==================== axi_read_master
axi_read_master, placement by cell class:
The bar under the picture is 20 um long.
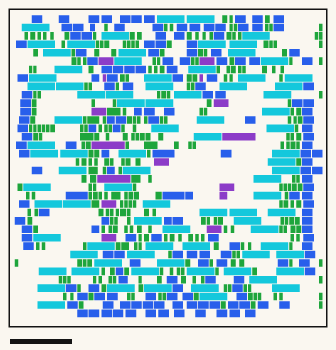

`src/rtl/axi_pkg.sv`:
```
// Shared AXI read-channel encodings, field widths and AR state constants
// for the read master and its slot trackers.
package axi_pkg;

  localparam int LEN_W   = 2;
  localparam int AXLEN_W = 4;
  localparam int SIZE_W  = 2;
  localparam int BURST_W = 2;
  localparam int RESP_W  = 2;

  localparam logic [LEN_W-1:0] MAX_LEN = 2'd3;

  typedef enum logic [BURST_W-1:0] {
    BURST_FIXED = 2'b00,
    BURST_INCR  = 2'b01,
    BURST_WRAP  = 2'b10
  } burst_e;

  typedef enum logic [SIZE_W-1:0] {
    SIZE_1B = 2'b00,
    SIZE_2B = 2'b01,
    SIZE_4B = 2'b10
  } size_e;

  typedef enum logic {
    AR_IDLE = 1'b0,
    AR_SEND = 1'b1
  } ar_state_e;

  // The bus is 32 bits wide, so anything above a 4-byte beat is clamped down.
  function automatic logic [SIZE_W-1:0] clamp_size(input logic [SIZE_W-1:0] s);
    logic [SIZE_W-1:0] r;
    r = (s == 2'b11) ? SIZE_4B : s;
    return r;
  endfunction

endpackage

```
`src/rtl/rd_slot_tracker.sv`:
```
// Outstanding-transaction state for one local read ID: busy flag plus
// remaining beat count, with the expected RLAST and a stray-beat pulse.
module rd_slot_tracker
  import axi_pkg::*;
(
  input  logic             clk,
  input  logic             rst,
  input  logic             start,
  input  logic [LEN_W-1:0] start_len,
  input  logic             beat,
  input  logic             rlast,
  output logic             busy,
  output logic             exp_last,
  output logic             fwd,
  output logic             err
);

  logic             busy_d, busy_q;
  logic [LEN_W-1:0] left_d, left_q;

  assign busy     = busy_q;
  assign exp_last = (left_q == '0);
  assign fwd      = beat && busy_q;
  assign err      = beat && !busy_q;

  // A slot frees on whichever comes first: RLAST or the final counted beat.
  always_comb begin
    busy_d = busy_q;
    left_d = left_q;
    if (fwd) begin
      if (rlast || exp_last) busy_d = 1'b0;
      else                   left_d = left_q - 1'b1;
    end
    if (start) begin
      busy_d = 1'b1;
      left_d = start_len;
    end
  end

  always_ff @(posedge clk or posedge rst) begin
    if (rst) begin
      busy_q <= 1'b0;
      left_q <= '0;
    end else begin
      busy_q <= busy_d;
      left_q <= left_d;
    end
  end

endmodule

```
`src/rtl/axi_read_master.sv`:
```
// AXI read initiator: one AR command in flight at a time, up to two
// outstanding IDs, R beats returned through a one-entry output register.
module axi_read_master
  import axi_pkg::*;
#(
  parameter int BusWidth  = 32,
  parameter int tagbits   = 2,
  parameter int MASTER_ID = 0
) (
  input  logic                ACLK,
  input  logic                ARESET,
  input  logic                req_valid,
  output logic                req_ready,
  input  logic                req_id,
  input  logic [BusWidth-1:0] req_addr,
  input  logic [LEN_W-1:0]    req_len,
  input  logic [SIZE_W-1:0]   req_size,
  input  logic [BURST_W-1:0]  req_burst,
  output logic [tagbits-1:0]  ARID,
  output logic [BusWidth-1:0] ARADDR,
  output logic [AXLEN_W-1:0]  ARLEN,
  output logic [SIZE_W-1:0]   ARSIZE,
  output logic [BURST_W-1:0]  ARBURST,
  output logic [1:0]          ARLOCK,
  output logic [3:0]          ARCACHE,
  output logic [2:0]          ARPROT,
  output logic                ARVALID,
  input  logic                ARREADY,
  input  logic [tagbits-1:0]  RID,
  input  logic [BusWidth-1:0] RDATA,
  input  logic [RESP_W-1:0]   RRESP,
  input  logic                RLAST,
  input  logic                RVALID,
  output logic                RREADY,
  output logic                cl_valid,
  input  logic                cl_ready,
  output logic [BusWidth-1:0] cl_data,
  output logic                cl_id,
  output logic [RESP_W-1:0]   cl_resp,
  output logic                cl_last,
  output logic                proto_err
);

  localparam logic [tagbits-2:0] MID = MASTER_ID[tagbits-2:0];

  ar_state_e           state_q;
  logic                arvalid_q;
  logic [tagbits-1:0]  arid_q;
  logic [BusWidth-1:0] araddr_q;
  logic [LEN_W-1:0]    arlen_q;
  logic [SIZE_W-1:0]   arsize_q;
  logic [BURST_W-1:0]  arburst_q;

  logic [1:0] busy, exp_last, fwd, stray, start, beat;
  logic       req_fire, r_fire, foreign, load, mismatch;

  logic                cl_valid_d, cl_valid_q;
  logic [BusWidth-1:0] cl_data_d, cl_data_q;
  logic                cl_id_d, cl_id_q;
  logic [RESP_W-1:0]   cl_resp_d, cl_resp_q;
  logic                cl_last_d, cl_last_q;
  logic                proto_err_d, proto_err_q;

  // Gated by ARESET so neither handshake can be offered while in reset.
  assign req_ready = !ARESET && (state_q == AR_IDLE) && !busy[req_id];
  assign RREADY    = !ARESET && (!cl_valid_q || cl_ready);
  assign req_fire  = req_valid && req_ready;
  assign r_fire    = RVALID && RREADY;
  assign foreign   = (RID[tagbits-1:1] != MID);

  always_ff @(posedge ACLK or posedge ARESET) begin
    if (ARESET) begin
      state_q   <= AR_IDLE;
      arvalid_q <= 1'b0;
      arid_q    <= '0;
      araddr_q  <= '0;
      arlen_q   <= '0;
      arsize_q  <= '0;
      arburst_q <= '0;
    end else begin
      case (state_q)
        AR_IDLE: if (req_fire) begin
          state_q   <= AR_SEND;
          arvalid_q <= 1'b1;
          arid_q    <= {MID, req_id};
          araddr_q  <= req_addr;
          arlen_q   <= req_len;
          arsize_q  <= clamp_size(req_size);
          arburst_q <= req_burst;
        end
        AR_SEND: if (ARREADY) begin
          state_q   <= AR_IDLE;
          arvalid_q <= 1'b0;
        end
        default: state_q <= AR_IDLE;
      endcase
    end
  end

  assign ARVALID = arvalid_q;
  assign ARID    = arid_q;
  assign ARADDR  = araddr_q;
  assign ARLEN   = {2'b00, arlen_q};
  assign ARSIZE  = arsize_q;
  assign ARBURST = arburst_q;
  assign ARLOCK  = '0;
  assign ARCACHE = '0;
  assign ARPROT  = '0;

  for (genvar g = 0; g < 2; g++) begin : g_slot
    assign start[g] = req_fire && (req_id == 1'(g));
    assign beat[g]  = r_fire && !foreign && (RID[0] == 1'(g));

    rd_slot_tracker u_trk (
      .clk       (ACLK),
      .rst       (ARESET),
      .start     (start[g]),
      .start_len (req_len),
      .beat      (beat[g]),
      .rlast     (RLAST),
      .busy      (busy[g]),
      .exp_last  (exp_last[g]),
      .fwd       (fwd[g]),
      .err       (stray[g])
    );
  end

  assign load     = |fwd;
  assign mismatch = |(fwd & {2{RLAST}} ^ fwd & exp_last);

  always_comb begin
    cl_valid_d  = cl_valid_q;
    cl_data_d   = cl_data_q;
    cl_id_d     = cl_id_q;
    cl_resp_d   = cl_resp_q;
    cl_last_d   = cl_last_q;
    if (load) begin
      cl_valid_d = 1'b1;
      cl_data_d  = RDATA;
      cl_id_d    = RID[0];
      cl_resp_d  = RRESP;
      cl_last_d  = RLAST;
    end else if (cl_ready) begin
      cl_valid_d = 1'b0;
    end
    proto_err_d = proto_err_q | (|stray) | mismatch | (r_fire && foreign);
  end

  always_ff @(posedge ACLK or posedge ARESET) begin
    if (ARESET) begin
      cl_valid_q  <= 1'b0;
      cl_data_q   <= '0;
      cl_id_q     <= 1'b0;
      cl_resp_q   <= '0;
      cl_last_q   <= 1'b0;
      proto_err_q <= 1'b0;
    end else begin
      cl_valid_q  <= cl_valid_d;
      cl_data_q   <= cl_data_d;
      cl_id_q     <= cl_id_d;
      cl_resp_q   <= cl_resp_d;
      cl_last_q   <= cl_last_d;
      proto_err_q <= proto_err_d;
    end
  end

  assign cl_valid  = cl_valid_q;
  assign cl_data   = cl_data_q;
  assign cl_id     = cl_id_q;
  assign cl_resp   = cl_resp_q;
  assign cl_last   = cl_last_q;
  assign proto_err = proto_err_q;

endmodule

```
`config.mk`:
```
export PLATFORM = sky130hd
export DESIGN_NAME = axi_read_master
export DESIGN_NICKNAME = d
export VERILOG_FILES = /design/src/rtl/axi_pkg.sv /design/src/rtl/rd_slot_tracker.sv /design/src/rtl/axi_read_master.sv
export SDC_FILE = /design/constraint.sdc
export NUM_CORES = 1
export LEC_CHECK = 0
export ABC_AREA = 1
export CORE_MARGIN = 1
export CORE_UTILIZATION = 37
export CTS_CLUSTER_DIAMETER = 150
export DETAILED_ROUTE_END_ITERATION = 12
export PLACE_DENSITY = 0.76
export SYNTH_ARGS = -nofsm -noshare
export SYNTH_HDL_FRONTEND = slang
export SYNTH_HIERARCHICAL = 1
export SYNTH_SLANG_ARGS = --single-unit
```
`constraint.sdc`:
```
create_clock -name ACLK -period 2.9 [get_ports ACLK]
set_input_delay 0.87 -clock ACLK [delete_from_list [all_inputs] [get_ports ACLK]]
set_output_delay 0.87 -clock ACLK [all_outputs]
set_load 0.02 [all_outputs]
```
==================== fa_misr
$ cat src/rtl/fa_chk_pkg.sv
// Shared types, constants and the golden full-adder model for the FA response checker.
package fa_chk_pkg;

  typedef enum logic [1:0] {
    IDLE = 2'd0,
    RUN  = 2'd1,
    DONE = 2'd2
  } state_e;

  localparam logic [15:0] DEF_POLY  = 16'h1021;
  localparam logic [15:0] MISR_SEED = 16'hFFFF;

  // Golden full adder: {cout, sum} = a + b + cin.
  function automatic logic [1:0] fa_expect(input logic a, input logic b, input logic cin);
    return {1'b0, a} + {1'b0, b} + {1'b0, cin};
  endfunction

endpackage

$ cat src/rtl/fa_misr.sv
// Multiple-input signature register compressing the 5-bit {A,B,Cin,Cout,Sum} stream.
module fa_misr
  import fa_chk_pkg::*;
#(
  parameter int unsigned         MISR_W = 16,
  parameter logic [MISR_W-1:0]   POLY   = MISR_W'(DEF_POLY)
) (
  input  logic              Clk,
  input  logic              Reset_n,
  input  logic              clear,
  input  logic              en,
  input  logic [4:0]        din,
  output logic [MISR_W-1:0] sig
);

  logic [MISR_W-1:0] sig_q, sig_d;

  // Next signature: reseed on clear, otherwise shift/feedback/fold-in on enable.
  always_comb begin
    sig_d = sig_q;
    if (clear) begin
      sig_d = '1;
    end else if (en) begin
      sig_d = (sig_q << 1) ^ (sig_q[MISR_W-1] ? POLY : '0) ^ MISR_W'(din);
    end
  end

  // Signature register, seeded to all ones on reset.
  always_ff @(posedge Clk) begin
    if (!Reset_n) begin
      sig_q <= '1;
    end else begin
      sig_q <= sig_d;
    end
  end

  assign sig = sig_q;

endmodule

$ cat config.mk
export PLATFORM = sky130hd
export DESIGN_NAME = fa_misr
export DESIGN_NICKNAME = d
export VERILOG_FILES = /design/src/rtl/fa_chk_pkg.sv /design/src/rtl/fa_misr.sv
export SDC_FILE = /design/constraint.sdc
export NUM_CORES = 1
export LEC_CHECK = 0
export ABC_AREA = 1
export CAP_MARGIN = 40
export CORE_MARGIN = 5
export CORE_UTILIZATION = 39
export CTS_BUF_LIST = sky130_fd_sc_hd__clkbuf_16
export CTS_CLUSTER_DIAMETER = 60
export CTS_CLUSTER_SIZE = 20
export DETAILED_ROUTE_END_ITERATION = 10
export GPL_TIMING_DRIVEN = 0
export PLACE_DENSITY = 0.69
export SLEW_MARGIN = 20
export SYNTH_ARGS = -nofsm -noshare
export SYNTH_HDL_FRONTEND = slang
export SYNTH_SLANG_ARGS = --single-unit
$ cat constraint.sdc
create_clock -name Clk -period 0.8 [get_ports Clk]
set_input_delay 0.08 -clock Clk [delete_from_list [all_inputs] [get_ports Clk]]
set_output_delay 0.08 -clock Clk [all_outputs]
set_load 0.005 [all_outputs]

==> notes/layouts.md <==
Pictures saved along the way, in no particular order.

Selected gate families.
The bar under the picture is 20 um long.
picture 1
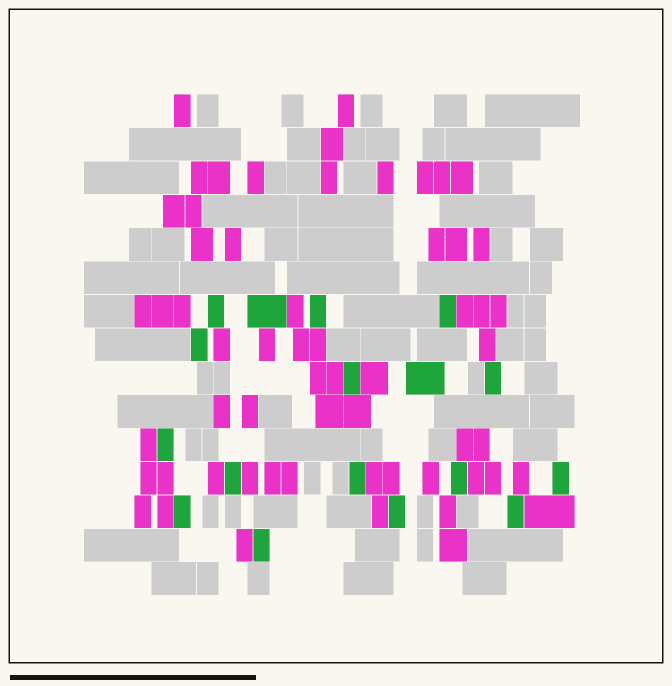
picture 2
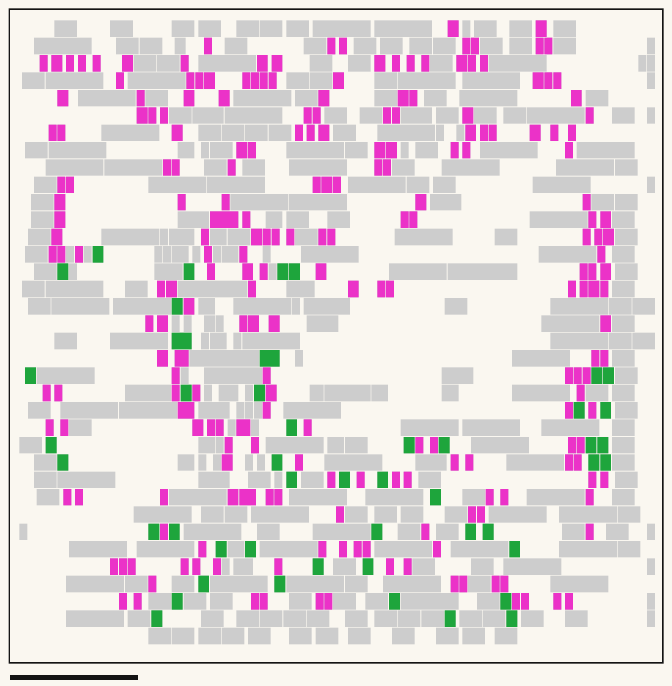
- picture 1 = fa_misr
- picture 2 = axi_read_master

axi_read_master, track usage over the die:
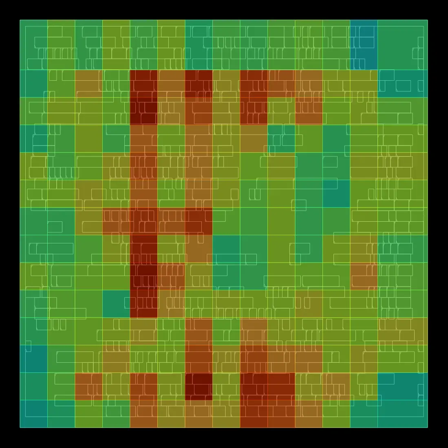
routed len/inst: 14.0 um
met1 Use GR: 24.9%

axi_read_master, register map, names as in the netlist:
The bar under the picture is 20 um long. Other sequential cells in the stronger gray, the rest of the logic in the fainter gray.
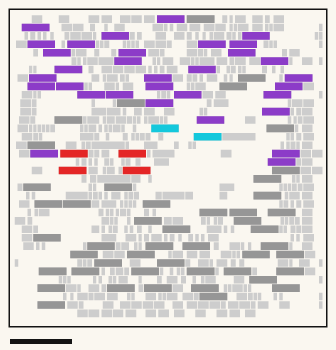
[arlen_q] cyan | placed flops: 2
[g_slot.u_trk/left_q] red | placed flops: 4
[ARADDR] purple | placed flops: 32
not colored: 47

Notes on 'placement by cell class' of axi_read_master above:
[flops] cyan | cells: 85
[other buffers and delay cells] blue | cells: 176
[clock drivers and dummy loads] purple | cells: 15
[combinational and other logic] green | cells: 325

==> impl_metrics.csv, axi_read_master <==
group,metric,value,unit
setup_path,reg2reg_to,"g_slot[1].u_trk/left_q[0]",
setup_path,r2r_slack,1.08,ns
floorplanning,row_count,36,
placed_design,dp.cells,719,
finish,drive_gt1_share,6.82,%
yosys,async_flop_share,100,%
setup_path,arrival,1.96,ns
power,ir_worst_vdd,0.421,mV
power,pwr-share-seq,35.5,%
min_path,whs_path_depth,2,
setup_path,cp_cell_sequence,"clkdlybuf4s50_1 -> buf_4 -> a21oi_1 -> dlygate4sd2_1",
route,first_iter_violations,143,
yosys,synth_area_per_cell,8.54,um2
outcome,status,"completed",
yosys,aoi_share,6.53,%
setup_path,crit_end,"RREADY",
floorplanning,n_tap_cell,133,
global_route,grt_pass1_vias,3357,
clocking,cts_max_path_buffers,2,
floorplanning,coreArea,9770,um2
placed_design,pre_cts_slack,-0.277,ns
fa_misr, met1 routing:
The bar under the picture is 20 um long. Supply wires on this layer in gray.
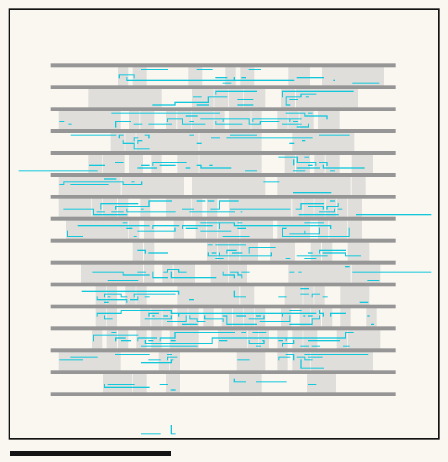
share of all routed wire: 41%
wire length on this layer: 703 um
longest straight run: 20.7 um
main direction: horizontal
met1 Use GR: 14.6%
total wire length: 1.71 mm

==> impl_metrics.csv, fa_misr <==
group,metric,value,unit
placed_design,pre_cts_slack,-0.274,ns
route,wl_per_cell,9.95,um
route,top_layer,"met4",
sta,maxSlewViolCount,0,
yosys,aoi_share,2.07,%
yosys,flop_cell,"dfxtp_1",
setup_path,cp-start-kind,"flip-flop",
global_route,grt_start_max_net_pins,11,
power,clockPowerShare,45.1,%
setup_path,critPathBufInv,2,
clocking,cts_buffers,3,
sta,slew-limit-headroom,86.1,%
yosys,simple_gate_share,40.8,%
yosys,ys_sh_mux,0,%
yosys,ys_ff,16,
outcome,status,"completed",
setup_path,cp.required,0.93,ns
global_route,top_usage_layer,"met2",
placed_design,dp.cells,159,
floorplanning,n_tap_cell,25,
job,warnings,27,
setup_path,critPathMostFrequentCell,"nand2_1",
yosys,ys_area,724,um2
clocking,cts_max_path_buffers,2,
sta,rsz0062_at_grt,"yes",
floorplanning,row_count,15,
sta,max_freq,1260,MHz
min_path,holdCritStartpoint,"en",
placed_design,postPlaceCellArea,986,um2
finish,drive_gt1_share,39.5,%
power,maxPowerGroup,"the clock network",
sta,worst_slack,0.00861,ns
clocking,cts.repair.resized,82,
yosys,fp_nets,120,
finish,comb_share,29.0,%


## Gallery

Cells by drive strength.
The bar under the picture is 20 um long.
panel A
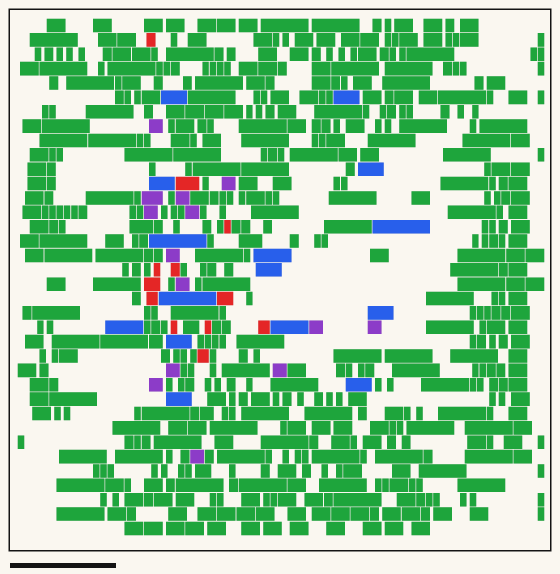
panel B
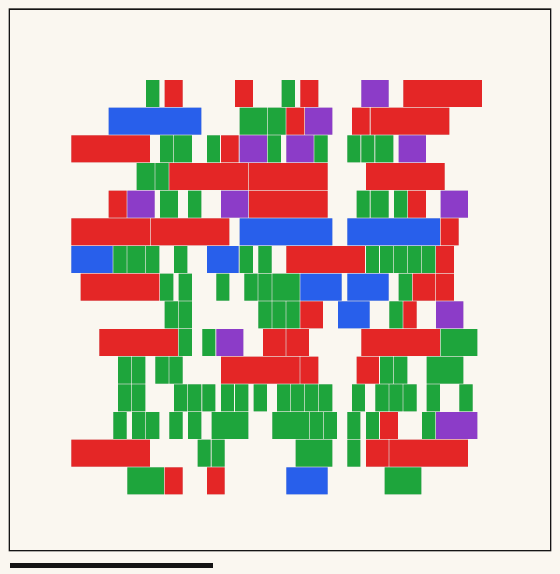
- most cells: panel A
- largest die: panel A
For axi_read_master, see panel A.
For fa_misr, see panel B.

Power is estimated from default activity; no workload was simulated.
